# tdm_mux64_tx

Fig. 1: tdm_mux64_tx, PDN straps and rails
Scale: 6 px per µm. Pins as bars on the die edge. Tap cells in gray.
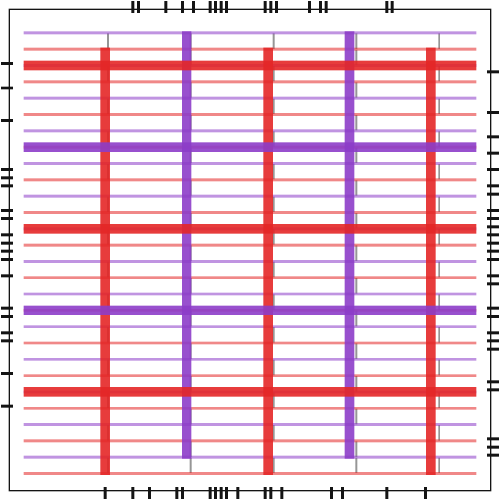
$ cat config.mk
export PLATFORM = sky130hd
export DESIGN_NAME = tdm_mux64_tx
export DESIGN_NICKNAME = d
export VERILOG_FILES = /design/src/rtl/tdm_mux64_tx.sv
export SDC_FILE = /design/constraint.sdc
export NUM_CORES = 1
export LEC_CHECK = 0
export CORE_MARGIN = 2
export CORE_UTILIZATION = 63
export DETAILED_ROUTE_END_ITERATION = 6
export DONT_BUFFER_PORTS = 1
export PLACE_DENSITY_LB_ADDON = 0.12
export SLEW_MARGIN = 5
export SYNTH_ARGS = -nofsm -noshare
export SYNTH_HDL_FRONTEND = slang
export SYNTH_SLANG_ARGS = --single-unit
$ cat constraint.sdc
create_clock -name clk -period 2.15 [get_ports clk]
set_input_delay 0.5375 -clock clk [delete_from_list [all_inputs] [get_ports clk]]
set_output_delay 0.5375 -clock clk [all_outputs]
set_load 0.05 [all_outputs]
$ cat src/rtl/tdm_mux64_tx.sv
// TDM transmitter: one parallel word in, one channel bit per clock out.
// Optional parity slot after each frame when TDM_MUX_PARITY_EN is defined.
module tdm_mux64_tx #(
   parameter int N_CH  = 64,
   parameter int SEL_W = 6,
   parameter int GAP   = 0
) (
   input  logic             clk,
   input  logic             rst_n,
   input  logic [N_CH-1:0]  in_data,
   input  logic             in_valid,
   output logic             in_ready,
   output logic             out,
   output logic [SEL_W-1:0] sel_out,
   output logic             out_valid,
   output logic             frame_start,
   output logic             par_slot,
   output logic             busy
);

`ifdef TDM_MUX_PARITY_EN
   typedef enum logic [1:0] {S_IDLE, S_SHIFT, S_PAR, S_GAP} state_t;
   localparam bit PAR_EN = 1'b1;
`else
   typedef enum logic [1:0] {S_IDLE, S_SHIFT, S_GAP} state_t;
   localparam bit PAR_EN = 1'b0;
`endif

   localparam logic [SEL_W-1:0] LAST     = SEL_W'(N_CH - 1);
   localparam logic [3:0]       GAP_LAST = 4'((GAP > 0) ? GAP - 1 : 0);

   state_t            r_state, w_state;
   logic [N_CH-1:0]   r_shift, w_shift;
   logic [SEL_W-1:0]  r_sel, w_sel;
   logic              r_out, w_out;
   logic              r_valid, w_valid;
   logic              r_fs, w_fs;
   logic              r_busy, w_busy;
   logic [3:0]        r_gap, w_gap;
   logic              r_live;
   logic              w_rdy_st;
   logic              w_accept;
   logic              w_end;
`ifdef TDM_MUX_PARITY_EN
   logic              r_parity, w_parity;
   logic              r_par, w_par;
`endif

   // in_ready is held low until the first clock after reset release
   always_comb begin
      w_rdy_st = 1'b0;
      unique case (r_state)
         S_IDLE:  w_rdy_st = 1'b1;
         S_SHIFT: w_rdy_st = !PAR_EN && (GAP == 0) && (r_sel == LAST);
`ifdef TDM_MUX_PARITY_EN
         S_PAR:   w_rdy_st = (GAP == 0);
`endif
         S_GAP:   w_rdy_st = (r_gap == GAP_LAST);
         default: w_rdy_st = 1'b0;
      endcase
   end

   assign in_ready = w_rdy_st && r_live;
   assign w_accept = in_valid && in_ready;

   always_comb begin
      w_state  = r_state;
      w_shift  = r_shift;
      w_sel    = r_sel;
      w_out    = r_out;
      w_valid  = r_valid;
      w_fs     = 1'b0;
      w_busy   = r_busy;
      w_gap    = r_gap;
      w_end    = 1'b0;
`ifdef TDM_MUX_PARITY_EN
      w_parity = r_parity;
      w_par    = 1'b0;
`endif
      if (w_accept) begin
         w_state = S_SHIFT;
         w_shift = in_data;
         w_sel   = '0;
         w_out   = in_data[0];
         w_valid = 1'b1;
         w_fs    = 1'b1;
         w_busy  = 1'b1;
`ifdef TDM_MUX_PARITY_EN
         w_parity = ^in_data;
`endif
      end else begin
         unique case (r_state)
            S_IDLE: begin
               w_valid = 1'b0;
               w_busy  = 1'b0;
            end
            S_SHIFT: begin
               if (r_sel != LAST) begin
                  w_shift = r_shift >> 1;
                  w_out   = r_shift[1];
                  w_sel   = r_sel + 1'b1;
               end else begin
`ifdef TDM_MUX_PARITY_EN
                  w_state = S_PAR;
                  w_out   = r_parity;
                  w_par   = 1'b1;
`else
                  w_end   = 1'b1;
`endif
               end
            end
`ifdef TDM_MUX_PARITY_EN
            S_PAR: w_end = 1'b1;
`endif
            S_GAP: begin
               if (r_gap == GAP_LAST) begin
                  w_state = S_IDLE;
                  w_busy  = 1'b0;
               end else begin
                  w_gap = r_gap + 4'd1;
               end
            end
            default: w_state = S_IDLE;
         endcase
      end
      // frame over with no new word waiting
      if (w_end) begin
         w_sel   = '0;
         w_out   = 1'b0;
         w_valid = 1'b0;
         w_gap   = 4'd0;
         if (GAP > 0) begin
            w_state = S_GAP;
            w_busy  = 1'b1;
         end else begin
            w_state = S_IDLE;
            w_busy  = 1'b0;
         end
      end
   end

   always_ff @(posedge clk or negedge rst_n) begin
      if (!rst_n) begin
         r_state  <= S_IDLE;
         r_shift  <= '0;
         r_sel    <= '0;
         r_out    <= 1'b0;
         r_valid  <= 1'b0;
         r_fs     <= 1'b0;
         r_busy   <= 1'b0;
         r_gap    <= 4'd0;
         r_live   <= 1'b0;
`ifdef TDM_MUX_PARITY_EN
         r_parity <= 1'b0;
         r_par    <= 1'b0;
`endif
      end else begin
         r_state  <= w_state;
         r_shift  <= w_shift;
         r_sel    <= w_sel;
         r_out    <= w_out;
         r_valid  <= w_valid;
         r_fs     <= w_fs;
         r_busy   <= w_busy;
         r_gap    <= w_gap;
         r_live   <= 1'b1;
`ifdef TDM_MUX_PARITY_EN
         r_parity <= w_parity;
         r_par    <= w_par;
`endif
      end
   end

   assign out         = r_out;
   assign sel_out     = r_sel;
   assign out_valid   = r_valid;
   assign frame_start = r_fs;
   assign busy        = r_busy;
`ifdef TDM_MUX_PARITY_EN
   assign par_slot    = r_par;
`else
   assign par_slot    = 1'b0;
`endif

endmodule

==> notes.md <==
Notes on the physical implementation.

- The run finished, with violations left.
- The checks that failed: negative hold slack.
- The number of vias per cell after detailed routing is just under 6, for reference.
- The xor/xnor cell area share of the yosys netlist is 0.00241, for reference.
- Subtracting the final worst setup slack from the clock period gives around 2.0 ns.
- The final timing report lists a hold violation count of around 74.
- In the CTS report, the clock slew at the register clock pins of the worst setup and hold paths is listed as ~0.070 ns.
- The detailed router reports a met3 wire length of between 400 and 500 µm.
- The post-synthesis adder-cell area fraction is 0.00344, for reference.
- The start of the worst register-to-register path is sel_out[0]$_DFFE_PN0P_, for reference.
- The tightest hold path in the finished design has a slack of -0.109 ns.
- The number of cell instances after yosys synthesis is roughly 260, for reference.
- Once the clock tree was built, the resizer swapped 0 gates to a different size.
- The floorplan utilization is 0.657, for reference.
- After its last routability iteration, the placer logged a weighted congestion of ~0.74.
- The number of global-route vias before repair is between 2000 and 2500.
- The peak supply drop is around 0.00060 V, for reference.
- The most flop-heavy register is r_shift, for reference.
- The share of final layout cell area taken by clock buffers and inverters is 0.0501, for reference.
- After floorplanning, the die was sized to cover around 0.0064 mm².
- The floorplan report gives the top-level pin count as about 79.
Notes on Fig. 1 above:
| net | color |
|---|---|
| VDD | purple |
| VSS | red |
rows: 27
met5 straps: 5


# burst_write_scheduler

File: src/rtl/burst_write_scheduler.sv
// Round-robin burst scheduler for a shared FIFO write port. Grants fixed-length
// bursts, tags words with the channel id, zero-pads stalled bursts, tracks FIFO credits.
module burst_write_scheduler #(
  parameter int NREQ      = 4,
  parameter int WIDTH     = 8,
  parameter int BURST_LEN = 16,
  parameter int DEPTH     = 100,
  parameter int TIMEOUT   = 8,
  parameter int CHW       = $clog2(NREQ)
) (
  input  logic                    wr_clk,
  input  logic                    rst,
  input  logic [NREQ-1:0]         req_valid,
  input  logic [NREQ*WIDTH-1:0]   req_data,
  output logic [NREQ-1:0]         req_ready,
  input  logic                    rd_free,
  output logic                    fifo_wr_en,
  output logic [WIDTH-1:0]        fifo_din,
  output logic [CHW-1:0]          fifo_ch,
  output logic                    burst_start,
  output logic                    burst_end,
  output logic                    burst_padded,
  output logic                    credit_err
);

  localparam int CRW = $clog2(DEPTH + 1);
  localparam int WCW = $clog2(BURST_LEN + 1);
  localparam int ICW = $clog2(TIMEOUT + 1);
  localparam logic [CRW-1:0] CR_MAX   = CRW'(DEPTH);
  localparam logic [CRW-1:0] CR_BURST = CRW'(BURST_LEN);
  localparam logic [WCW-1:0] W_LAST   = WCW'(BURST_LEN - 1);
  localparam logic [ICW-1:0] I_LAST   = ICW'(TIMEOUT - 1);
  localparam logic [CHW-1:0] CH_LAST  = CHW'(NREQ - 1);
  localparam logic [CHW:0]   N_WRAP   = (CHW+1)'(NREQ);

  typedef enum logic [1:0] {IDLE, BURST, PAD} state_t;

  state_t                     state;
  logic [CHW-1:0]             g, rr_ptr, pick;
  logic [CHW:0]               sidx;
  logic                       found, grant, accept;
  logic [WCW-1:0]             wcnt;
  logic [ICW-1:0]             icnt;
  logic [CRW-1:0]             credits;
  logic [NREQ-1:0][WIDTH-1:0] data_arr;

  assign data_arr = req_data;

  // Ready depends only on registered state, never on req_valid.
  for (genvar i = 0; i < NREQ; i++) begin : g_rdy
    assign req_ready[i] = (state == BURST) && (g == CHW'(i));
  end

  always_comb begin
    found = 1'b0;
    pick  = '0;
    sidx  = '0;
    for (int off = 1; off <= NREQ; off++) begin
      sidx = {1'b0, rr_ptr} + (CHW+1)'(off);
      if (sidx >= N_WRAP) sidx = sidx - N_WRAP;
      if (!found && req_valid[sidx[CHW-1:0]]) begin
        found = 1'b1;
        pick  = sidx[CHW-1:0];
      end
    end
  end

  assign grant  = (state == IDLE) && found && (credits >= CR_BURST);
  assign accept = (state == BURST) && req_valid[g];

  always_ff @(posedge wr_clk) begin
    if (rst) begin
      state        <= IDLE;
      g            <= '0;
      rr_ptr       <= CH_LAST;
      wcnt         <= '0;
      icnt         <= '0;
      credits      <= CR_MAX;
      credit_err   <= 1'b0;
      fifo_wr_en   <= 1'b0;
      fifo_din     <= '0;
      fifo_ch      <= '0;
      burst_start  <= 1'b0;
      burst_end    <= 1'b0;
      burst_padded <= 1'b0;
    end else begin
      fifo_wr_en   <= 1'b0;
      fifo_din     <= '0;
      fifo_ch      <= '0;
      burst_start  <= 1'b0;
      burst_end    <= 1'b0;
      burst_padded <= 1'b0;

      // A return with no grant while already full is a read-side bookkeeping error.
      if (grant)
        credits <= credits - CR_BURST + CRW'(rd_free);
      else if (rd_free && credits == CR_MAX)
        credit_err <= 1'b1;
      else if (rd_free)
        credits <= credits + CRW'(1);

      case (state)
        IDLE: begin
          if (grant) begin
            g     <= pick;
            wcnt  <= '0;
            icnt  <= '0;
            state <= BURST;
          end
        end
        BURST: begin
          if (accept) begin
            fifo_wr_en  <= 1'b1;
            fifo_din    <= data_arr[g];
            fifo_ch     <= g;
            burst_start <= (wcnt == '0);
            burst_end   <= (wcnt == W_LAST);
            wcnt        <= wcnt + WCW'(1);
            icnt        <= '0;
            if (wcnt == W_LAST) begin
              rr_ptr <= g;
              state  <= IDLE;
            end
          end else begin
            icnt <= icnt + ICW'(1);
            if (icnt == I_LAST) state <= PAD;
          end
        end
        PAD: begin
          fifo_wr_en   <= 1'b1;
          fifo_ch      <= g;
          burst_start  <= (wcnt == '0);
          burst_end    <= (wcnt == W_LAST);
          burst_padded <= (wcnt == W_LAST);
          wcnt         <= wcnt + WCW'(1);
          if (wcnt == W_LAST) begin
            rr_ptr <= g;
            state  <= IDLE;
          end
        end
        default: state <= IDLE;
      endcase
    end
  end

endmodule

File: config.mk
export PLATFORM = sky130hd
export DESIGN_NAME = burst_write_scheduler
export DESIGN_NICKNAME = d
export VERILOG_FILES = /design/src/rtl/burst_write_scheduler.sv
export SDC_FILE = /design/constraint.sdc
export NUM_CORES = 1
export LEC_CHECK = 0
export CAP_MARGIN = 10
export CORE_UTILIZATION = 44
export DETAILED_ROUTE_END_ITERATION = 10
export GPL_ROUTABILITY_DRIVEN = 0
export GPL_TIMING_DRIVEN = 1
export PLACE_DENSITY = 0.76
export SLEW_MARGIN = 10
export SYNTH_ARGS = -nofsm -noshare
export SYNTH_HDL_FRONTEND = slang
export SYNTH_SLANG_ARGS = --single-unit
export TNS_END_PERCENT = 50
File: constraint.sdc
create_clock -name wr_clk -period 3.6 [get_ports wr_clk]
set_input_delay 0.72 -clock wr_clk [delete_from_list [all_inputs] [get_ports wr_clk]]
set_output_delay 0.72 -clock wr_clk [all_outputs]
set_load 0.005 [all_outputs]
Fig. 2: burst_write_scheduler, PDN straps and rails
Scale: 6 px per µm. Pins as bars on the die edge. Tap cells in gray.
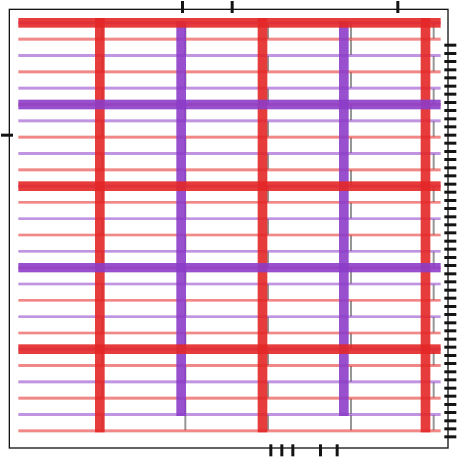
| net | color |
|---|---|
| VDD | purple |
| VSS | red |
signal pins: 58
met1 rails: 26
met4 straps: 5
rows: 25
tap cells: 67

Fig. 3: burst_write_scheduler, placed cells, one color a class
Scale: 6 px per µm. Fill, decap, tap and diode cells in gray.
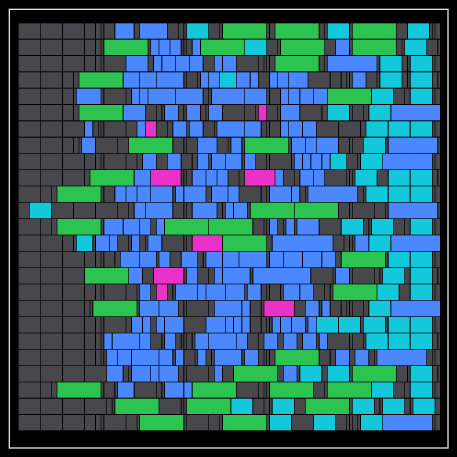
| class | color | cells | share of their area |
|---|---|---|---|
| clock drivers and dummy loads | magenta | 8 | 2.9% |
| remaining logic cells | blue | 184 | 50% |
| remaining buffers and delay cells | cyan | 60 | 21% |
| registers | green | 37 | 26% |

Fig. 4: burst_write_scheduler, clock network drawn from the DEF
Scale: 4 px per µm.
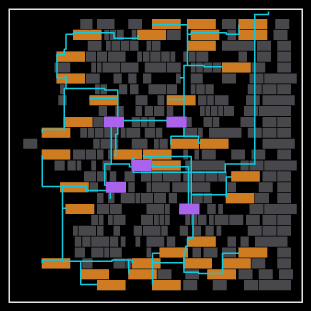
[clock-net drivers] purple | count: 5
[clock wires] cyan | length: 510 µm
[flip-flops] orange | count: 37
routed clock nets: 6

==> notes.md <==
Notes on the physical implementation.

- The master cell of the clock root buffer is clkbuf_8, for reference.
- The layout sequential cell count is 37, for reference.
- The routed via count is slightly below 2000, for reference.
- The die height is about 73 µm, for reference.
- The largest cell class by area is multi-input combinational cells.
- The signal on the critical path passes through inv_1 -> ha_1 -> nor2b_1 -> and2_1 -> clkdlybuf4s50_1.
- Setup repair after global routing left no endpoint under its margin.
- The main area contributors are dfxtp_1, mux4_2, ha_1.
- The worst setup path is captured at an output pin.
- After synthesis, the design contains about 230 cells according to Yosys.
- The share of total power dissipated in the clock network is 0.182.
- In the final layout, the registers with the most flip-flops are fifo_din (8), credits (7), wcnt (5).
- Note that the worst hold path type here is reg2reg.
- The pre-CTS worst setup slack is around 0.69 ns, for reference.
- In this design, the stage delay of the slowest critical-path cell is 0.51 ns.
- The endpoint of the worst-slack reg-to-reg timing path is rr_ptr[0]$_SDFFE_PP1P_, for reference.
- The origin of the worst setup path is state[1]$_SDFFE_PP0P_, for reference.
- The top power group is combinational cells, for reference.
- The run finished with clean final reports.
- Of the total standard cell area in the layout, the sequential portion is 0.255.
- For this design the ratio of total power to cell area is ~530 mW/mm².
- The combined area of all synthesized cells is around 0.0022 mm², for reference.
- The most frequently used library cell after synthesis is dfxtp_1.
- STA puts the critical path data arrival time at 2.13 ns.
- The mean routed wirelength per cell is 14.7 µm, for reference.
- The final power report lists total power as ~0.0015 W.
- The met1 global-route usage is 0.234, for reference.
- The timing report gives the worst reg2reg path a setup slack of 1.52 ns.
- Summed over all nets, wire length on met2 after detailed routing comes to 2.52 mm.
- Hold timing on the final database bottoms out at a slack of between 0.4 and 0.5 ns.
- Of all nets on the critical path, the largest fanout is 8.
- The total die area is between 0.005 and 0.006 mm², for reference.
- Pin placement for this block handled just under 60 I/O pins.
- Looking at the hold checks, the worst path lands on credit_err$_SDFFE_PP0P_.
- The most used flip-flop cell after synthesis is dfxtp_1.
- The number of gates given a new drive strength after cts is 0, for reference.
- The number of well taps is about 67, for reference.
- The number of global-route vias before repair is 1801, for reference.
- The multi-input logic area is 0.00134 mm², for reference.

# pwm_duty_ramp

--- src/rtl/pwm_pkg.sv ---
// pwm_pkg: definitions shared by the duty ramp generator and the downstream
// PWM stage that consumes its duty command.
//   ramp_state_t : ramp FSM state encoding
//   DUTY_MAX(n)  : full-on duty value for an n-bit resolution (2^n)
package pwm_pkg;

    typedef enum logic [2:0] {
        IDLE    = 3'd0,
        UP      = 3'd1,
        HOLD_HI = 3'd2,
        DOWN    = 3'd3,
        HOLD_LO = 3'd4
    } ramp_state_t;

    function automatic int unsigned DUTY_MAX(input int unsigned n);
        return 32'd1 << n;
    endfunction

endpackage

--- src/rtl/pwm_tick_gen.sv ---
// pwm_tick_gen: ramp step prescaler. Counts 0..P-1 with P = max(period,1)
// and flags the last count as a tick; held at 0 while disabled.
// Ports:
//   clk    in   rising-edge clock
//   reset  in   synchronous, active-low reset
//   en     in   count enable (low holds the count at 0)
//   period in   clocks per tick; 0 behaves as 1
//   tick   out  high in the cycle the count reaches P-1
module pwm_tick_gen #(
    parameter int TICK_W = 20
) (
    input  logic              clk,
    input  logic              reset,
    input  logic              en,
    input  logic [TICK_W-1:0] period,
    output logic              tick
);

    localparam logic [TICK_W-1:0] CNT_ONE = TICK_W'(1);

    logic [TICK_W-1:0] r_cnt;
    logic [TICK_W-1:0] w_last;

    // period is live: comparing with >= makes a shortened period take
    // effect at once when the count has already passed the new terminal.
    assign w_last = (period == '0) ? '0 : period - CNT_ONE;
    assign tick   = en && (r_cnt >= w_last);

    always_ff @(posedge clk) begin
        if (!reset) begin
            r_cnt <= '0;
        end else if (!en || tick) begin
            r_cnt <= '0;
        end else begin
            r_cnt <= r_cnt + CNT_ONE;
        end
    end

endmodule

--- src/rtl/pwm_duty_ramp.sv ---
// pwm_duty_ramp: triangular duty-cycle ramp generator. Ramps duty 0 -> 2^N,
// dwells at peak, ramps back to 0, dwells at floor, and repeats until a stop
// request has been seen, then returns to IDLE.
// Ports:
//   clk         in   rising-edge clock
//   reset       in   synchronous, active-low reset
//   start       in   begin ramping (honoured only in IDLE, and not with stop)
//   stop        in   finish after the current full cycle
//   step_period in   clocks per ramp step (0 behaves as 1)
//   hold_steps  in   extra steps to dwell at peak and at floor
//   duty        out  registered duty command, 0..2^N
//   busy        out  high whenever not IDLE
//   at_peak     out  high while in HOLD_HI
//   cycle_done  out  one-clock pulse after a down-ramp reaches 0
module pwm_duty_ramp
    import pwm_pkg::*;
#(
    parameter int N      = 4,
    parameter int TICK_W = 20
) (
    input  logic              clk,
    input  logic              reset,
    input  logic              start,
    input  logic              stop,
    input  logic [TICK_W-1:0] step_period,
    input  logic [7:0]        hold_steps,
    output logic [N:0]        duty,
    output logic              busy,
    output logic              at_peak,
    output logic              cycle_done
);

    localparam logic [N:0] DMAX     = (N+1)'(DUTY_MAX(N));
    localparam logic [N:0] DUTY_ONE = (N+1)'(1);

    ramp_state_t r_state, w_state_nxt;
    logic [N:0]  r_duty,  w_duty_nxt;
    logic [7:0]  r_hold,  w_hold_nxt;
    logic        r_pend,  w_pend_nxt;
    logic        r_done,  w_done_nxt;
    logic        w_tick;
    logic        w_en;

    assign w_en = (r_state != IDLE);

    pwm_tick_gen #(
        .TICK_W (TICK_W)
    ) u_tick (
        .clk    (clk),
        .reset  (reset),
        .en     (w_en),
        .period (step_period),
        .tick   (w_tick)
    );

    always_ff @(posedge clk) begin
        if (!reset) begin
            r_state <= IDLE;
        end else begin
            r_state <= w_state_nxt;
        end
    end

    always_ff @(posedge clk) begin
        if (!reset) begin
            r_duty <= '0;
            r_hold <= '0;
            r_pend <= 1'b0;
            r_done <= 1'b0;
        end else begin
            r_duty <= w_duty_nxt;
            r_hold <= w_hold_nxt;
            r_pend <= w_pend_nxt;
            r_done <= w_done_nxt;
        end
    end

    always_comb begin
        w_state_nxt = r_state;
        w_duty_nxt  = r_duty;
        w_hold_nxt  = r_hold;
        w_pend_nxt  = r_pend;
        w_done_nxt  = 1'b0;

        // Stop is only latched; the exit decision in HOLD_LO uses the value
        // registered before the exit edge.
        if (r_state != IDLE && stop) begin
            w_pend_nxt = 1'b1;
        end

        case (r_state)
            IDLE: begin
                w_pend_nxt = 1'b0;
                if (start && !stop) begin
                    w_state_nxt = UP;
                    w_duty_nxt  = '0;
                    w_hold_nxt  = '0;
                end
            end
            UP: begin
                if (w_tick && r_duty != DMAX) begin
                    w_duty_nxt = r_duty + DUTY_ONE;
                    if (r_duty == DMAX - DUTY_ONE) begin
                        w_state_nxt = HOLD_HI;
                        w_hold_nxt  = '0;
                    end
                end
            end
            HOLD_HI: begin
                if (w_tick) begin
                    if (r_hold == hold_steps) begin
                        w_state_nxt = DOWN;
                    end else begin
                        w_hold_nxt = r_hold + 8'd1;
                    end
                end
            end
            DOWN: begin
                if (w_tick && r_duty != '0) begin
                    w_duty_nxt = r_duty - DUTY_ONE;
                    if (r_duty == DUTY_ONE) begin
                        w_state_nxt = HOLD_LO;
                        w_hold_nxt  = '0;
                        w_done_nxt  = 1'b1;
                    end
                end
            end
            HOLD_LO: begin
                if (w_tick) begin
                    if (r_hold == hold_steps) begin
                        w_hold_nxt = '0;
                        if (r_pend) begin
                            w_state_nxt = IDLE;
                            w_pend_nxt  = 1'b0;
                        end else begin
                            w_state_nxt = UP;
                            w_duty_nxt  = '0;
                        end
                    end else begin
                        w_hold_nxt = r_hold + 8'd1;
                    end
                end
            end
            default: begin
                w_state_nxt = IDLE;
                w_duty_nxt  = '0;
                w_hold_nxt  = '0;
                w_pend_nxt  = 1'b0;
            end
        endcase
    end

    assign duty       = r_duty;
    assign busy       = (r_state != IDLE);
    assign at_peak    = (r_state == HOLD_HI);
    assign cycle_done = r_done;

endmodule
--- config.mk ---
export PLATFORM = sky130hd
export DESIGN_NAME = pwm_duty_ramp
export DESIGN_NICKNAME = d
export VERILOG_FILES = /design/src/rtl/pwm_pkg.sv /design/src/rtl/pwm_tick_gen.sv /design/src/rtl/pwm_duty_ramp.sv
export SDC_FILE = /design/constraint.sdc
export NUM_CORES = 1
export LEC_CHECK = 0
export ABC_AREA = 1
export CAP_MARGIN = 25
export CORE_UTILIZATION = 30
export DETAILED_ROUTE_END_ITERATION = 8
export GPL_ROUTABILITY_DRIVEN = 0
export GPL_TIMING_DRIVEN = 0
export SLEW_MARGIN = 20
export SYNTH_ARGS = -nofsm -noshare
export SYNTH_HDL_FRONTEND = slang
export SYNTH_SLANG_ARGS = --single-unit
--- constraint.sdc ---
create_clock -name clk -period 10.3 [get_ports clk]
set_input_delay 2.06 -clock clk [delete_from_list [all_inputs] [get_ports clk]]
set_output_delay 2.06 -clock clk [all_outputs]
set_load 0.05 [all_outputs]
Fig. 5: pwm_duty_ramp, PDN straps and rails
Scale: 4 px per µm. Pins as bars on the die edge. Tap cells in gray.
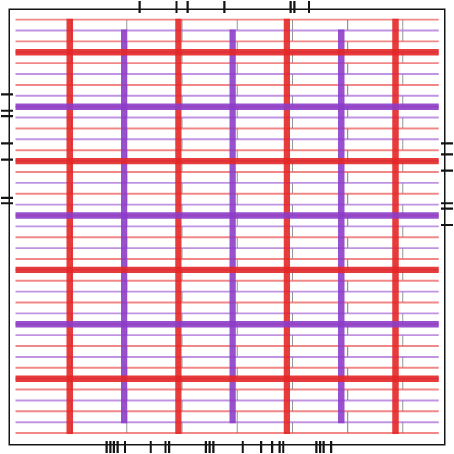
| net | color |
|---|---|
| VSS | red |
| VDD | purple |
met5 straps: 7
met1 rails: 39
met4 straps: 7
signal pins: 40

==> notes.md <==
Notes on the physical implementation.

- The run finished with clean final reports.
- In the final layout, the multi-input gates occupy 0.00232 mm².
- The met3 wire length is roughly 240 µm, for reference.
- In this run the tightest slew margin relative to its limit is 0.652.
- The number of multi-input combinational cells in the layout is ~400.
- The flip-flop count of the largest register after layout is 20, for reference.
- The number of vias per cell after detailed routing is about 4.6, for reference.
- Of the total synthesized cell area, the portion taken by full adders, half adders and majority gates is 0.103.
- The most heavily used metal layer in global routing is met2, for reference.
- The number of setup violations in the final report is 0, for reference.
- The timing report gives the clock slew at the launch and capture registers of the worst setup and hold paths as roughly 0.060 ns.
- The synthesis report lists the Yosys warning total as 0.
- The most common logic cell in the routed design is nand2_1, for reference.
- The detailed-routing iteration count for the pre-antenna-repair pass is 4, for reference.
- According to the hold report, the worst path is of the reg2reg type.
- The logic gate share of total power is 0.567, for reference.
- The initial antenna violation count was 0.
- The net switching power in the latest report is 0.000456 W.
- The chip area from the yosys synthesis statistics is between 0.003 and 0.004 mm², for reference.
- The top fanout value on the critical path is 10, for reference.
- The clock network power share is 0.203, for reference.
- The capture endpoint of the worst hold path is u_tick.r_cnt[19]$_SDFF_PP0_, for reference.
- The cell sitting at the root of the clock tree is a clkbuf_16.
- The cell family contributing the most delay on the critical path is simple AND/OR/NAND/NOR gates, for reference.
- Clock tree synthesis found a total of 38 sinks.
- Final hold analysis gives a worst-case slack of about 0.5 ns.
- The post-synthesis cell count is between 500 and 600, for reference.
- Per the final layout report, the fraction of cells sized above drive strength 1 comes to 0.113.
- The met2 global-route usage is 0.250, for reference.
- The worst register-to-register path depth is 15.
- Of all the cell area in the finished design, non-clock buffers hold 0.105.

# buf_arbiter_flat

`src/rtl/buf_arbiter_if.sv`:
```
// Write-side bus of buf_arbiter: two requesters, clear pulse and reduction results.
// One-cycle grants, no valid/ready: a requester holds reqN level with wdataN stable until it samples gntN high.
interface buf_arbiter_if #(parameter int DATA_W = 4);
    logic              req0;
    logic              req1;
    logic [DATA_W-1:0] wdata0;
    logic [DATA_W-1:0] wdata1;
    logic              clr;
    logic              gnt0;
    logic              gnt1;
    logic [1:0]        count;
    logic              busy;
    logic              res_valid;
    logic [DATA_W-1:0] and_res;
    logic [DATA_W-1:0] or_res;

    modport master (
        output req0, req1, wdata0, wdata1, clr,
        input  gnt0, gnt1, count, busy, res_valid, and_res, or_res
    );

    modport slave (
        input  req0, req1, wdata0, wdata1, clr,
        output gnt0, gnt1, count, busy, res_valid, and_res, or_res
    );
endinterface

```
`src/rtl/buf_arbiter.sv`:
```
// Round-robin arbiter filling a 3-slot buffer; once full, reduces the slots to
// registered AND/OR results and holds them until a clear.
module buf_arbiter #(
    parameter int DATA_W = 4
) (
    input  logic        clk,
    input  logic        rst_n,
    buf_arbiter_if.slave bus,
    output logic [1:0]  o_dbg_state
);
    typedef enum logic [1:0] {S_IDLE, S_GRANT, S_REDUCE, S_DONE} state_t;

    state_t            r_state;
    state_t            w_next;
    logic              r_gnt_id;
    logic              r_last_id;
    logic              w_winner;
    logic [DATA_W-1:0] r_slot [3];
    logic [1:0]        r_wr_ptr;
    logic [1:0]        r_count;
    logic [DATA_W-1:0] r_and;
    logic [DATA_W-1:0] r_or;
    logic [DATA_W-1:0] w_wdata;

    // On a tie the requester that was not granted last wins.
    always_comb begin
        w_winner = 1'b0;
        if (bus.req0 && bus.req1) w_winner = ~r_last_id;
        else if (bus.req1)        w_winner = 1'b1;
    end

    always_comb begin
        w_next = r_state;
        case (r_state)
            S_IDLE:   if (bus.req0 || bus.req1) w_next = S_GRANT;
            S_GRANT:  w_next = (r_count == 2'd2) ? S_REDUCE : S_IDLE;
            S_REDUCE: w_next = S_DONE;
            S_DONE:   w_next = S_DONE;
            default:  w_next = S_IDLE;
        endcase
        if (bus.clr) w_next = S_IDLE;
    end

    always_ff @(posedge clk or negedge rst_n) begin
        if (!rst_n) r_state <= S_IDLE;
        else        r_state <= w_next;
    end

    assign w_wdata = r_gnt_id ? bus.wdata1 : bus.wdata0;

    always_ff @(posedge clk or negedge rst_n) begin
        if (!rst_n) begin
            r_gnt_id  <= 1'b0;
            r_last_id <= 1'b1;
            r_wr_ptr  <= 2'd0;
            r_count   <= 2'd0;
            r_and     <= '0;
            r_or      <= '0;
            for (int i = 0; i < 3; i++) r_slot[i] <= '0;
        end else begin
            if (r_state == S_IDLE && w_next == S_GRANT) r_gnt_id <= w_winner;
            // last_id tracks the grant even when a clear discards its write.
            if (r_state == S_GRANT) r_last_id <= r_gnt_id;
            if (bus.clr) begin
                r_wr_ptr <= 2'd0;
                r_count  <= 2'd0;
                for (int i = 0; i < 3; i++) r_slot[i] <= '0;
            end else if (r_state == S_GRANT) begin
                r_slot[r_wr_ptr] <= w_wdata;
                r_wr_ptr         <= (r_wr_ptr == 2'd2) ? 2'd0 : r_wr_ptr + 2'd1;
                r_count          <= r_count + 2'd1;
            end
            if (r_state == S_REDUCE) begin
                r_and <= r_slot[0] & r_slot[1] & r_slot[2];
                r_or  <= r_slot[0] | r_slot[1] | r_slot[2];
            end
        end
    end

    assign bus.gnt0      = (r_state == S_GRANT) && !r_gnt_id;
    assign bus.gnt1      = (r_state == S_GRANT) &&  r_gnt_id;
    assign bus.busy      = (r_state == S_REDUCE) || (r_state == S_DONE);
    assign bus.res_valid = (r_state == S_DONE);
    assign bus.count     = r_count;
    assign bus.and_res   = r_and;
    assign bus.or_res    = r_or;
    assign o_dbg_state   = r_state;
endmodule

```
`src/flat_wrapper.sv`:
```
// flat-port wrapper written by rule: the top's interface ports become plain ports
module buf_arbiter_flat 
#(
    parameter int DATA_W = 4
)
  (clk, rst_n, o_dbg_state, bus_req0, bus_req1, bus_wdata0, bus_wdata1, bus_clr, bus_gnt0, bus_gnt1, bus_count, bus_busy, bus_res_valid, bus_and_res, bus_or_res);
  buf_arbiter_if #(.DATA_W(DATA_W)) bus_i ();
  input  logic clk;
  input  logic rst_n;
  output logic [1:0] o_dbg_state;
  input wire logic [$bits(bus_i.req0)-1:0] bus_req0;
  input wire logic [$bits(bus_i.req1)-1:0] bus_req1;
  input wire logic [$bits(bus_i.wdata0)-1:0] bus_wdata0;
  input wire logic [$bits(bus_i.wdata1)-1:0] bus_wdata1;
  input wire logic [$bits(bus_i.clr)-1:0] bus_clr;
  output wire logic [$bits(bus_i.gnt0)-1:0] bus_gnt0;
  output wire logic [$bits(bus_i.gnt1)-1:0] bus_gnt1;
  output wire logic [$bits(bus_i.count)-1:0] bus_count;
  output wire logic [$bits(bus_i.busy)-1:0] bus_busy;
  output wire logic [$bits(bus_i.res_valid)-1:0] bus_res_valid;
  output wire logic [$bits(bus_i.and_res)-1:0] bus_and_res;
  output wire logic [$bits(bus_i.or_res)-1:0] bus_or_res;
  assign bus_i.req0 = bus_req0;
  assign bus_i.req1 = bus_req1;
  assign bus_i.wdata0 = bus_wdata0;
  assign bus_i.wdata1 = bus_wdata1;
  assign bus_i.clr = bus_clr;
  assign bus_gnt0 = bus_i.gnt0;
  assign bus_gnt1 = bus_i.gnt1;
  assign bus_count = bus_i.count;
  assign bus_busy = bus_i.busy;
  assign bus_res_valid = bus_i.res_valid;
  assign bus_and_res = bus_i.and_res;
  assign bus_or_res = bus_i.or_res;
  buf_arbiter #(.DATA_W(DATA_W)) u_core (.clk(clk), .rst_n(rst_n), .bus(bus_i), .o_dbg_state(o_dbg_state));
endmodule
```
`config.mk`:
```
export PLATFORM = sky130hd
export DESIGN_NAME = buf_arbiter_flat
export DESIGN_NICKNAME = d
export VERILOG_FILES = /design/src/rtl/buf_arbiter_if.sv /design/src/rtl/buf_arbiter.sv /design/src/flat_wrapper.sv
export SDC_FILE = /design/constraint.sdc
export NUM_CORES = 1
export LEC_CHECK = 0
export CAP_MARGIN = 5
export CORE_MARGIN = 2
export CORE_UTILIZATION = 35
export DETAILED_ROUTE_END_ITERATION = 10
export GPL_TIMING_DRIVEN = 0
export SYNTH_ARGS = -nofsm -noshare
export SYNTH_HDL_FRONTEND = slang
export SYNTH_SLANG_ARGS = --single-unit
```
`constraint.sdc`:
```
create_clock -name clk -period 1.37 [get_ports clk]
set_clock_uncertainty 0.1 [all_clocks]
set_input_delay 0.3425 -clock clk [delete_from_list [all_inputs] [get_ports clk]]
set_output_delay 0.3425 -clock clk [all_outputs]
set_load 0.02 [all_outputs]
```
==> notes.md <==
Notes on the physical implementation.

- The run finished, with violations left.
- The final reports fail on negative setup slack.
- Note, the detailed placer reported a final HPWL of approximately 1.9 mm.
- Wires add up to 3.02 mm.
- The minimum period implied by the final worst setup slack is 1.72 ns, for reference.
- The share of Yosys cell area claimed by the top area cell type is 0.545, for reference.
- At the floorplan stage, the core utilization is reported as 0.369.
- The first global-routing pass estimated 4.95 mm of wire.
- The main logic family after synthesis is simple AND/OR/NAND/NOR gates, for reference.
- TritonCTS built the clock tree.
- The die height is roughly 64 µm, for reference.
- The combinational share of cell area is 0.298, for reference.
- Across every metal layer, demand over resource in global routing totals 0.157.
- After the flow finishes, the layout carries non-filler instances totaling roughly 220.
- The share of total power dissipated in sequential elements is 0.505.
- The script reports the combined buffer and inverter count of the critical path as 2.
- The end-of-flow timing check tallies setup violations at 31.
- The number of cells reported by Yosys stat comes to 119.
- The smallest setup slack after layout is -0.348 ns, for reference.
- The detailed router put a total of between 1 and 1.5 mm of wire on met1.
Fig. 6: buf_arbiter_flat, PDN straps and rails
Scale: 8 px per µm. Pins as bars on the die edge. Tap cells in gray.
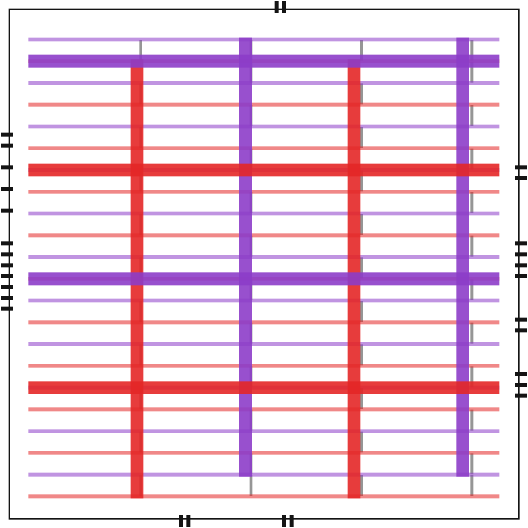
| net | color |
|---|---|
| VSS | red |
| VDD | purple |
met4 straps: 4
met5 straps: 4
met1 rails: 22
signal pins: 29
tap cells: 46

Fig. 7: buf_arbiter_flat, placed cells, one color a class
Scale: 8 px per µm. Fill, decap, tap and diode cells in gray.
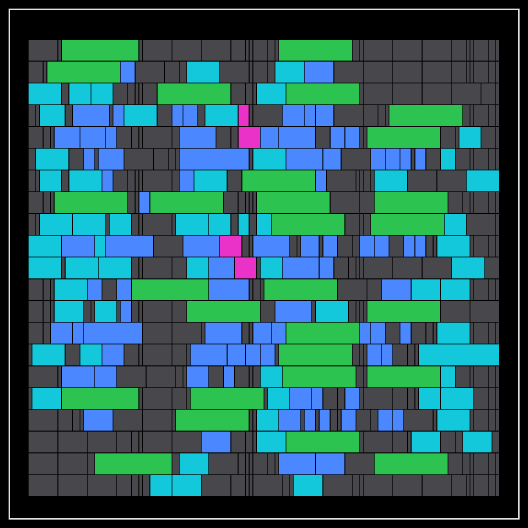
| class | color | cells | share of their area |
|---|---|---|---|
| registers | green | 28 | 37% |
| clock drivers and dummy loads | magenta | 4 | 1.4% |
| remaining buffers and delay cells | cyan | 60 | 30% |
| remaining logic cells | blue | 82 | 31% |


# event_readout_sequencer

Fig. 8: event_readout_sequencer, placed cells, one color a class
Scale: 2 px per µm. Fill, decap, tap and diode cells in gray.
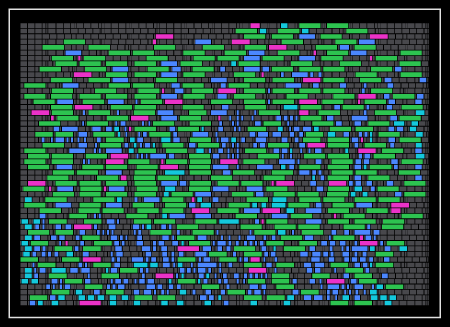
Fig. 9: event_readout_sequencer, congestion heat map
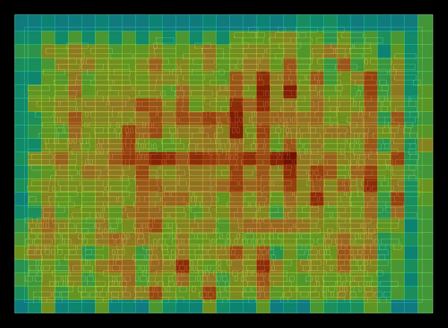
File: src/rtl/event_readout_sequencer.sv
// event_readout_sequencer
//   After each scintillator coincidence, waits out the tube timing window, then
//   steps chip_sel through every tube and reads each 8-bit tube time from
//   chip_data. Each event is packed into a byte frame in an internal
//   first-word-fall-through FIFO and streamed out over a valid/ready byte port.
//
//   Frame: A5, event number, [timestamp hi, lo], tube0..tubeN-1, checksum
//   (checksum = XOR of every byte after the sync byte).
//
//   Optional feature: define TIMESTAMP_EN to add a free-running 16-bit clock
//   counter that is latched on each accepted coincidence and inserted as two
//   bytes after the event number (WINDOW_CYCLES must then be >= 4).
//
// Ports:
//   clk          system clock
//   rst_n        asynchronous active-low reset
//   scin_coinc   coincidence level; its rising edge starts an event
//   chip_sel     tube index driven to the timing stage
//   chip_data    tube time returned for chip_sel
//   out_data     FIFO head byte (0 while empty)
//   out_valid    FIFO non-empty
//   out_ready    consumer accepts out_data this cycle
//   busy         sequencer is not idle
//   event_count  completed frames (wraps)
//   drop_count   rejected coincidences (saturates)
//
// Parameter limits: WINDOW_CYCLES >= 2, SETTLE_CYCLES >= 1, NUM_TUBES >= 2,
// FIFO_DEPTH a power of 2 and at least the frame length.
module event_readout_sequencer #(
  parameter int unsigned NUM_TUBES     = 4,
  parameter int unsigned WINDOW_CYCLES = 255,
  parameter int unsigned SETTLE_CYCLES = 2,
  parameter int unsigned FIFO_DEPTH    = 32
) (
  input  logic                         clk,
  input  logic                         rst_n,
  input  logic                         scin_coinc,
  output logic [$clog2(NUM_TUBES)-1:0] chip_sel,
  input  logic [7:0]                   chip_data,
  output logic [7:0]                   out_data,
  output logic                         out_valid,
  input  logic                         out_ready,
  output logic                         busy,
  output logic [15:0]                  event_count,
  output logic [7:0]                   drop_count
);

  localparam int unsigned SEL_W = $clog2(NUM_TUBES);
  localparam int unsigned PTR_W = $clog2(FIFO_DEPTH);
  localparam int unsigned CNT_W = PTR_W + 1;
  localparam int unsigned WIN_W = $clog2(WINDOW_CYCLES + 1);
  localparam int unsigned SET_W = $clog2(SETTLE_CYCLES + 1);
`ifdef TIMESTAMP_EN
  localparam int unsigned FRAME_LEN = NUM_TUBES + 5;
`else
  localparam int unsigned FRAME_LEN = NUM_TUBES + 3;
`endif

  typedef enum logic [2:0] {
    StIdle,
    StWindow,
    StSelect,
    StCapture,
    StChecksum
  } state_e;

  state_e            state_q, state_d;
  logic              coinc_q;
  logic              coinc_edge;
  logic [WIN_W-1:0]  win_cnt_q, win_cnt_d;
  logic [SET_W-1:0]  settle_cnt_q, settle_cnt_d;
  logic [SEL_W-1:0]  sel_q, sel_d;
  logic [7:0]        csum_q, csum_d;
  logic [15:0]       event_count_q, event_count_d;
  logic [7:0]        drop_count_q, drop_count_d;
  logic              push;
  logic [7:0]        push_data;
  logic              pop;
  logic              space_ok;

  logic [7:0]        mem [FIFO_DEPTH];
  logic [PTR_W-1:0]  wr_ptr_q, rd_ptr_q;
  logic [CNT_W-1:0]  fifo_cnt_q;
  logic [CNT_W-1:0]  free_space;

`ifdef TIMESTAMP_EN
  logic [15:0]       ts_cnt_q;
  logic [15:0]       ts_q, ts_d;
`endif

  // Edge against the registered previous level: a held level counts once.
  assign coinc_edge = scin_coinc & ~coinc_q;

  // Whole frame is reserved at acceptance, so pushes never hit a full FIFO.
  assign free_space = CNT_W'(FIFO_DEPTH) - fifo_cnt_q;
  assign space_ok   = free_space >= CNT_W'(FRAME_LEN);

  always_comb begin
    state_d       = state_q;
    win_cnt_d     = win_cnt_q;
    settle_cnt_d  = settle_cnt_q;
    sel_d         = sel_q;
    csum_d        = csum_q;
    event_count_d = event_count_q;
    drop_count_d  = drop_count_q;
    push          = 1'b0;
    push_data     = 8'h00;
`ifdef TIMESTAMP_EN
    ts_d          = ts_q;
`endif

    if (coinc_edge && !(state_q == StIdle && space_ok) && drop_count_q != 8'hFF) begin
      drop_count_d = drop_count_q + 8'd1;
    end

    unique case (state_q)
      StIdle: begin
        if (coinc_edge && space_ok) begin
          state_d   = StWindow;
          win_cnt_d = '0;
          csum_d    = 8'h00;
`ifdef TIMESTAMP_EN
          ts_d      = ts_cnt_q;
`endif
        end
      end
      StWindow: begin
        win_cnt_d = win_cnt_q + WIN_W'(1);
        if (win_cnt_q == WIN_W'(0)) begin
          push      = 1'b1;
          push_data = 8'hA5;
        end else if (win_cnt_q == WIN_W'(1)) begin
          // Event number is the low byte of the completed-frame counter.
          push      = 1'b1;
          push_data = event_count_q[7:0];
          csum_d    = csum_q ^ event_count_q[7:0];
        end
`ifdef TIMESTAMP_EN
        else if (win_cnt_q == WIN_W'(2)) begin
          push      = 1'b1;
          push_data = ts_q[15:8];
          csum_d    = csum_q ^ ts_q[15:8];
        end else if (win_cnt_q == WIN_W'(3)) begin
          push      = 1'b1;
          push_data = ts_q[7:0];
          csum_d    = csum_q ^ ts_q[7:0];
        end
`endif
        if (win_cnt_q == WIN_W'(WINDOW_CYCLES - 1)) begin
          state_d      = StSelect;
          sel_d        = '0;
          settle_cnt_d = '0;
        end
      end
      StSelect: begin
        settle_cnt_d = settle_cnt_q + SET_W'(1);
        if (settle_cnt_q == SET_W'(SETTLE_CYCLES - 1)) begin
          state_d = StCapture;
        end
      end
      StCapture: begin
        push      = 1'b1;
        push_data = chip_data;
        csum_d    = csum_q ^ chip_data;
        if (sel_q == SEL_W'(NUM_TUBES - 1)) begin
          state_d = StChecksum;
        end else begin
          sel_d        = sel_q + SEL_W'(1);
          settle_cnt_d = '0;
          state_d      = StSelect;
        end
      end
      StChecksum: begin
        push          = 1'b1;
        push_data     = csum_q;
        event_count_d = event_count_q + 16'd1;
        state_d       = StIdle;
      end
      default: state_d = StIdle;
    endcase
  end

  always_ff @(posedge clk or negedge rst_n) begin
    if (!rst_n) begin
      state_q       <= StIdle;
      coinc_q       <= 1'b0;
      win_cnt_q     <= '0;
      settle_cnt_q  <= '0;
      sel_q         <= '0;
      csum_q        <= 8'h00;
      event_count_q <= 16'h0000;
      drop_count_q  <= 8'h00;
    end else begin
      state_q       <= state_d;
      coinc_q       <= scin_coinc;
      win_cnt_q     <= win_cnt_d;
      settle_cnt_q  <= settle_cnt_d;
      sel_q         <= sel_d;
      csum_q        <= csum_d;
      event_count_q <= event_count_d;
      drop_count_q  <= drop_count_d;
    end
  end

`ifdef TIMESTAMP_EN
  always_ff @(posedge clk or negedge rst_n) begin
    if (!rst_n) begin
      ts_cnt_q <= 16'h0000;
      ts_q     <= 16'h0000;
    end else begin
      ts_cnt_q <= ts_cnt_q + 16'd1;
      ts_q     <= ts_d;
    end
  end
`endif

  // Byte FIFO, first-word-fall-through.
  assign out_valid = (fifo_cnt_q != '0);
  assign pop       = out_valid & out_ready;
  assign out_data  = out_valid ? mem[rd_ptr_q] : 8'h00;

  always_ff @(posedge clk) begin
    if (push) begin
      mem[wr_ptr_q] <= push_data;
    end
  end

  always_ff @(posedge clk or negedge rst_n) begin
    if (!rst_n) begin
      wr_ptr_q   <= '0;
      rd_ptr_q   <= '0;
      fifo_cnt_q <= '0;
    end else begin
      if (push) begin
        wr_ptr_q <= wr_ptr_q + PTR_W'(1);
      end
      if (pop) begin
        rd_ptr_q <= rd_ptr_q + PTR_W'(1);
      end
      unique case ({push, pop})
        2'b10:   fifo_cnt_q <= fifo_cnt_q + CNT_W'(1);
        2'b01:   fifo_cnt_q <= fifo_cnt_q - CNT_W'(1);
        default: fifo_cnt_q <= fifo_cnt_q;
      endcase
    end
  end

  assign chip_sel    = sel_q;
  assign busy        = (state_q != StIdle);
  assign event_count = event_count_q;
  assign drop_count  = drop_count_q;

endmodule

File: config.mk
export PLATFORM = sky130hd
export DESIGN_NAME = event_readout_sequencer
export DESIGN_NICKNAME = d
export VERILOG_FILES = /design/src/rtl/event_readout_sequencer.sv
export SDC_FILE = /design/constraint.sdc
export NUM_CORES = 1
export LEC_CHECK = 0
export CELL_PAD_IN_SITES_DETAIL_PLACEMENT = 1
export CELL_PAD_IN_SITES_GLOBAL_PLACEMENT = 2
export CORE_ASPECT_RATIO = 0.7
export CORE_MARGIN = 5
export CORE_UTILIZATION = 46
export DETAILED_ROUTE_END_ITERATION = 10
export GPL_TIMING_DRIVEN = 0
export PLACE_DENSITY = 0.82
export SYNTH_ARGS = -nofsm -noshare
export SYNTH_HDL_FRONTEND = slang
export SYNTH_SLANG_ARGS = --single-unit
export TNS_END_PERCENT = 1
File: constraint.sdc
create_clock -name clk -period 3.82 [get_ports clk]
set_clock_uncertainty 0.05 [all_clocks]
set_input_delay 0.764 -clock clk [delete_from_list [all_inputs] [get_ports clk]]
set_output_delay 0.764 -clock clk [all_outputs]
set_load 0.005 [all_outputs]
==> notes.md <==
Notes on the physical implementation.

- The largest net degree at the start of global routing is 39, for reference.
- The share of total power dissipated in combinational logic is 0.366.
- The most flop-heavy register is mem, for reference.
- The register share after synthesis is 0.688, for reference.
- The share of the clock period used by the worst path is 0.996, for reference.
- TritonRoute output was used to compute an average wire per cell of 25.8 µm.
- For this block, the initial DRC count from the detailed router was ~610.
- The most heavily used metal layer in global routing is met1, for reference.
- By count the netlist is led by edfxtp_1, dfrtp_1, nor2_1.
- The count of cell types in the netlist is around 65, for reference.
- The number of buffers and inverters on the critical path is 3.
- The met3 wire length is about 2.2 mm, for reference.
- The count of synthesis-stage warnings from yosys is 0, for reference.
- Power comes to between 0.01 and 0.015 W.
- The run finished with clean final reports.
- The number of cells on the worst reg-to-reg path is 6, for reference.
- The fraction of cell area in multi-input combinational cells is reported as 0.256.
- The detailed placer reported the number of placed instances as approximately 1300.
- The final routed DRC violation total is 0, for reference.
- The routed via count is a little under 8000, for reference.
- The CTS tree is yes, for reference.
- The number of inverters outside the clock class in the layout is 16, for reference.
About Fig. 8:
| class | color | cells | share of their area |
|---|---|---|---|
| remaining buffers and delay cells | cyan | 103 | 6.4% |
| registers | green | 320 | 60% |
| clock drivers and dummy loads | magenta | 58 | 6.4% |
| remaining logic cells | blue | 472 | 27% |

About Fig. 9:
met3 track demand over resource: 0.0356
final standard cell utilization of the core: 0.549
met1 track demand over resource in global routing: 0.333


# key_event_decoder

--- src/rtl/key_event_decoder_pkg.sv ---
// Shared constants for the key gesture decoder: one-hot FSM states and default timing.
// Timing defaults assume a 50 MHz clock, matching the key debouncer's interval constant.
package key_event_decoder_pkg;

   typedef enum logic [4:0] {
      StIdle   = 5'b00001,
      StPress1 = 5'b00010,
      StHold   = 5'b00100,
      StGap    = 5'b01000,
      StPress2 = 5'b10000
   } state_e;

   localparam int unsigned DefCntW       = 26;
   localparam logic [25:0] DefLongTime   = 26'd50_000_000;  // 1 s hold
   localparam logic [25:0] DefDblTime    = 26'd15_000_000;  // 300 ms release-to-press gap
   localparam logic [25:0] DefRepeatTime = 26'd10_000_000;  // repeat period minus 1

endpackage

--- src/rtl/key_event_decoder.sv ---
// Classifies debounced key press/release confirmations into short, long, repeat and
// double-click pulses, plus a pressed level that toggles on every confirmation.
module key_event_decoder
   import key_event_decoder_pkg::*;
#(
   parameter int unsigned      CNT_W       = DefCntW,
   parameter logic [CNT_W-1:0] LONG_TIME   = CNT_W'(DefLongTime),
   parameter logic [CNT_W-1:0] DBL_TIME    = CNT_W'(DefDblTime),
   parameter logic [CNT_W-1:0] REPEAT_TIME = CNT_W'(DefRepeatTime)
) (
   input  logic clk,
   input  logic rst,
   input  logic key_flag,
   output logic key_state,
   output logic short_pulse,
   output logic long_pulse,
   output logic repeat_pulse,
   output logic double_pulse
);

   state_e           state_q, state_d;
   logic [CNT_W-1:0] cnt_q, cnt_d;
   logic             short_d, long_d, repeat_d, double_d;

   always_comb begin
      state_d  = state_q;
      cnt_d    = cnt_q;
      short_d  = 1'b0;
      long_d   = 1'b0;
      repeat_d = 1'b0;
      double_d = 1'b0;
      unique case (state_q)
         StIdle: begin
            cnt_d = '0;
            if (key_flag) begin
               state_d = StPress1;
            end
         end
         // A release always wins over the long-press threshold on the same cycle.
         StPress1: begin
            if (key_flag) begin
               state_d = StGap;
               cnt_d   = '0;
            end else if (cnt_q == LONG_TIME) begin
               long_d  = 1'b1;
               state_d = StHold;
               cnt_d   = '0;
            end else begin
               cnt_d = cnt_q + CNT_W'(1);
            end
         end
         StHold: begin
            if (key_flag) begin
               state_d = StIdle;
               cnt_d   = '0;
            end else if (REPEAT_TIME == '0) begin
               cnt_d = '0;
            end else if (cnt_q == REPEAT_TIME) begin
               repeat_d = 1'b1;
               cnt_d    = '0;
            end else begin
               cnt_d = cnt_q + CNT_W'(1);
            end
         end
         // A second press on the timeout cycle still counts as a double click.
         StGap: begin
            if (key_flag) begin
               double_d = 1'b1;
               state_d  = StPress2;
               cnt_d    = '0;
            end else if (cnt_q == DBL_TIME) begin
               short_d = 1'b1;
               state_d = StIdle;
               cnt_d   = '0;
            end else begin
               cnt_d = cnt_q + CNT_W'(1);
            end
         end
         StPress2: begin
            cnt_d = '0;
            if (key_flag) begin
               state_d = StIdle;
            end
         end
         default: begin
            state_d = StIdle;
            cnt_d   = '0;
         end
      endcase
   end

   always_ff @(posedge clk or negedge rst) begin
      if (!rst) begin
         state_q      <= StIdle;
         cnt_q        <= '0;
         short_pulse  <= 1'b0;
         long_pulse   <= 1'b0;
         repeat_pulse <= 1'b0;
         double_pulse <= 1'b0;
      end else begin
         state_q      <= state_d;
         cnt_q        <= cnt_d;
         short_pulse  <= short_d;
         long_pulse   <= long_d;
         repeat_pulse <= repeat_d;
         double_pulse <= double_d;
      end
   end

   always_ff @(posedge clk or negedge rst) begin
      if (!rst) begin
         key_state <= 1'b0;
      end else if (key_flag) begin
         key_state <= ~key_state;
      end
   end

endmodule

--- config.mk ---
export PLATFORM = sky130hd
export DESIGN_NAME = key_event_decoder
export DESIGN_NICKNAME = d
export VERILOG_FILES = /design/src/rtl/key_event_decoder_pkg.sv /design/src/rtl/key_event_decoder.sv
export SDC_FILE = /design/constraint.sdc
export NUM_CORES = 1
export LEC_CHECK = 0
export CAP_MARGIN = 20
export CORE_UTILIZATION = 64
export CTS_CLUSTER_SIZE = 8
export DETAILED_ROUTE_END_ITERATION = 8
export PLACE_DENSITY_LB_ADDON = 0.3
export SYNTH_ARGS = -nofsm -noshare
export SYNTH_HDL_FRONTEND = slang
export SYNTH_SLANG_ARGS = --single-unit
--- constraint.sdc ---
create_clock -name clk -period 4.44 [get_ports clk]
set_input_delay 0.888 -clock clk [delete_from_list [all_inputs] [get_ports clk]]
set_output_delay 0.888 -clock clk [all_outputs]
set_load 0.01 [all_outputs]
Fig. 10: key_event_decoder, PDN straps and rails
Scale: 8 px per µm. Pins as bars on the die edge. Tap cells in gray.
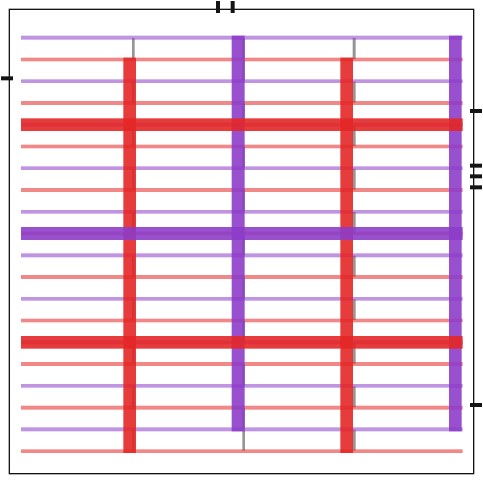
| net | color |
|---|---|
| VSS | red |
| VDD | purple |
met4 straps: 4
signal pins: 8

==> notes.md <==
Notes on the physical implementation.

- The number of DRC markers after the initial detailed-route iteration is between 90 and 100, for reference.
- The detail route stage leaves a number of antenna-violating nets equal to 0.
- The initial antenna violation count is 0, for reference.
- In the final layout, excluding clock inverters the inverter count is 9.
- The checks that failed: design-rule violations.
- For this design the ratio of total power to cell area is 319 mW/mm².
- Ranked by instance count, the synthesized netlist is headed by dfrtp_1, nand2_1, a31oi_1, a32oi_1, nor2_1.
- The area recorded from the Yosys report for this design is between 0.0015 and 0.002 mm².
- The cell family contributing the most delay on the critical path is AND-OR/OR-AND gates, for reference.
- From left edge to right edge, the die measures roughly 58 µm.
- Of the total power, combinational logic draws 0.119.
- STA classifies the critical path endpoint as a register.
- The met1 wire length is 1.95 mm, for reference.
- The final number of max-transition violations is 0, for reference.
- The number of setup violations in the final report is 0, for reference.
- The slew at the pin with the worst max-slew slack is 1.07 ns, for reference.
- The total die area is 0.00335 mm², for reference.
- The final routed DRC violation total is 1, for reference.
- In the global route stage, overall resource usage came out at 0.298.
- After layout, the minimum clock period comes to 2.90 ns.
- The post-synthesis adder-cell area fraction is 0.0125, for reference.
- Counting endpoints that fail hold in the final report gives 0.
- The worst hold margin is approximately 0.47 ns, for reference.
- The fraction of cell area in sequential cells is reported as 0.420.
- Of the cells placed in the final design, the portion with a size suffix greater than 1 is 0.108.
- More flip-flops sit in one register than any other, and that register is cnt_q.
- The pre-CTS worst setup slack is between 1.5 and 2 ns, for reference.
- The script computed the net switching share of total power as 0.269.
- The run finished, with violations left.
- The clock-pin slew reported for the worst setup and hold paths after clock tree synthesis is around 0.11 ns, for reference.
- The floorplan report gives the top-level pin count as 8.
- The share of final layout cell area taken by clock buffers and inverters is 0.0373, for reference.
- The area fraction of the largest cell type after synthesis is 0.439.
- Power attributed to sequential cells is 0.000371 W.
- The number of clock buffer instances in the layout is 5, for reference.
- The count of hold buffers inserted by post-cts repair is 0, for reference.
- The final weighted congestion in routability-driven placement is approximately 0.98, for reference.
Fig. 11: key_event_decoder, placed cells, one color a class
Scale: 8 px per µm. Fill, decap, tap and diode cells in gray.
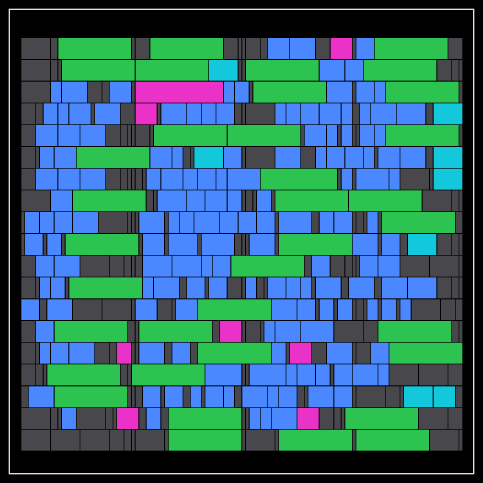
| class | color | cells | share of their area |
|---|---|---|---|
| remaining logic cells | blue | 160 | 50% |
| registers | green | 36 | 43% |
| clock drivers and dummy loads | magenta | 8 | 3.8% |
| remaining buffers and delay cells | cyan | 8 | 3.7% |



==> layout pictures side by side <==
Congestion heat map.
(a)
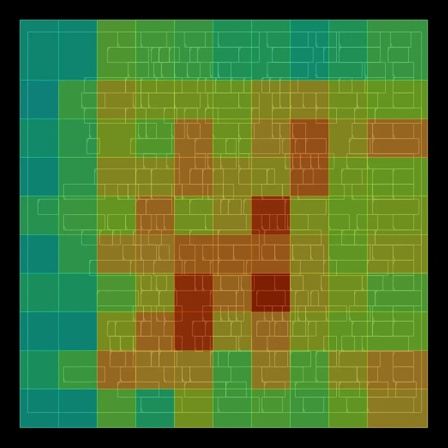
(b)
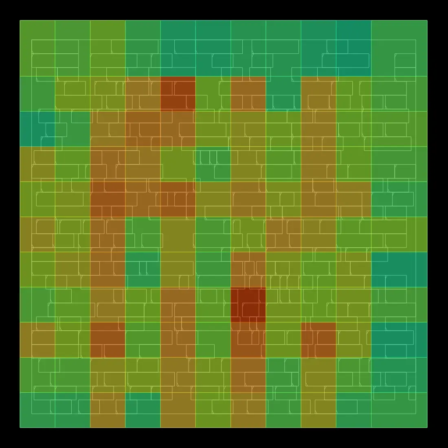
(c)
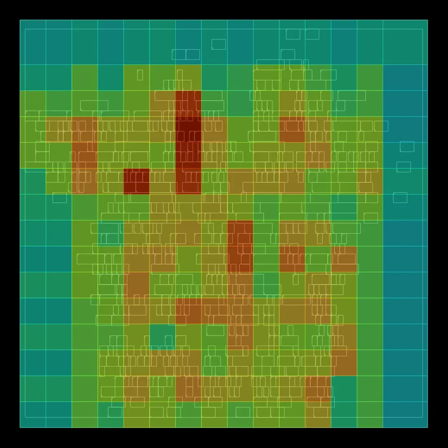
(d)
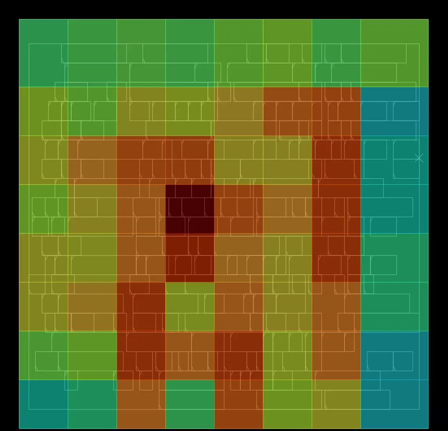
(e)
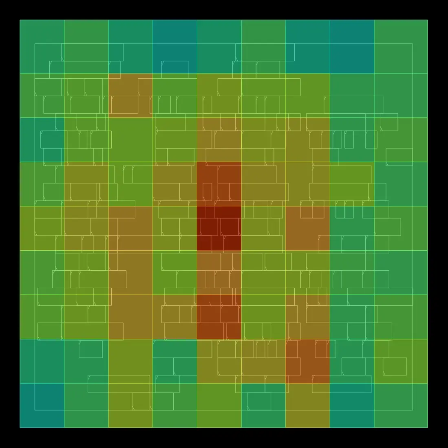
| from | picture |
|---|---|
| buf_arbiter_flat | (e) |
| key_event_decoder | (d) |
| burst_write_scheduler | (a) |
| tdm_mux64_tx | (b) |
| pwm_duty_ramp | (c) |

Power figures rest on the tool's default switching activity, not on a simulated workload.
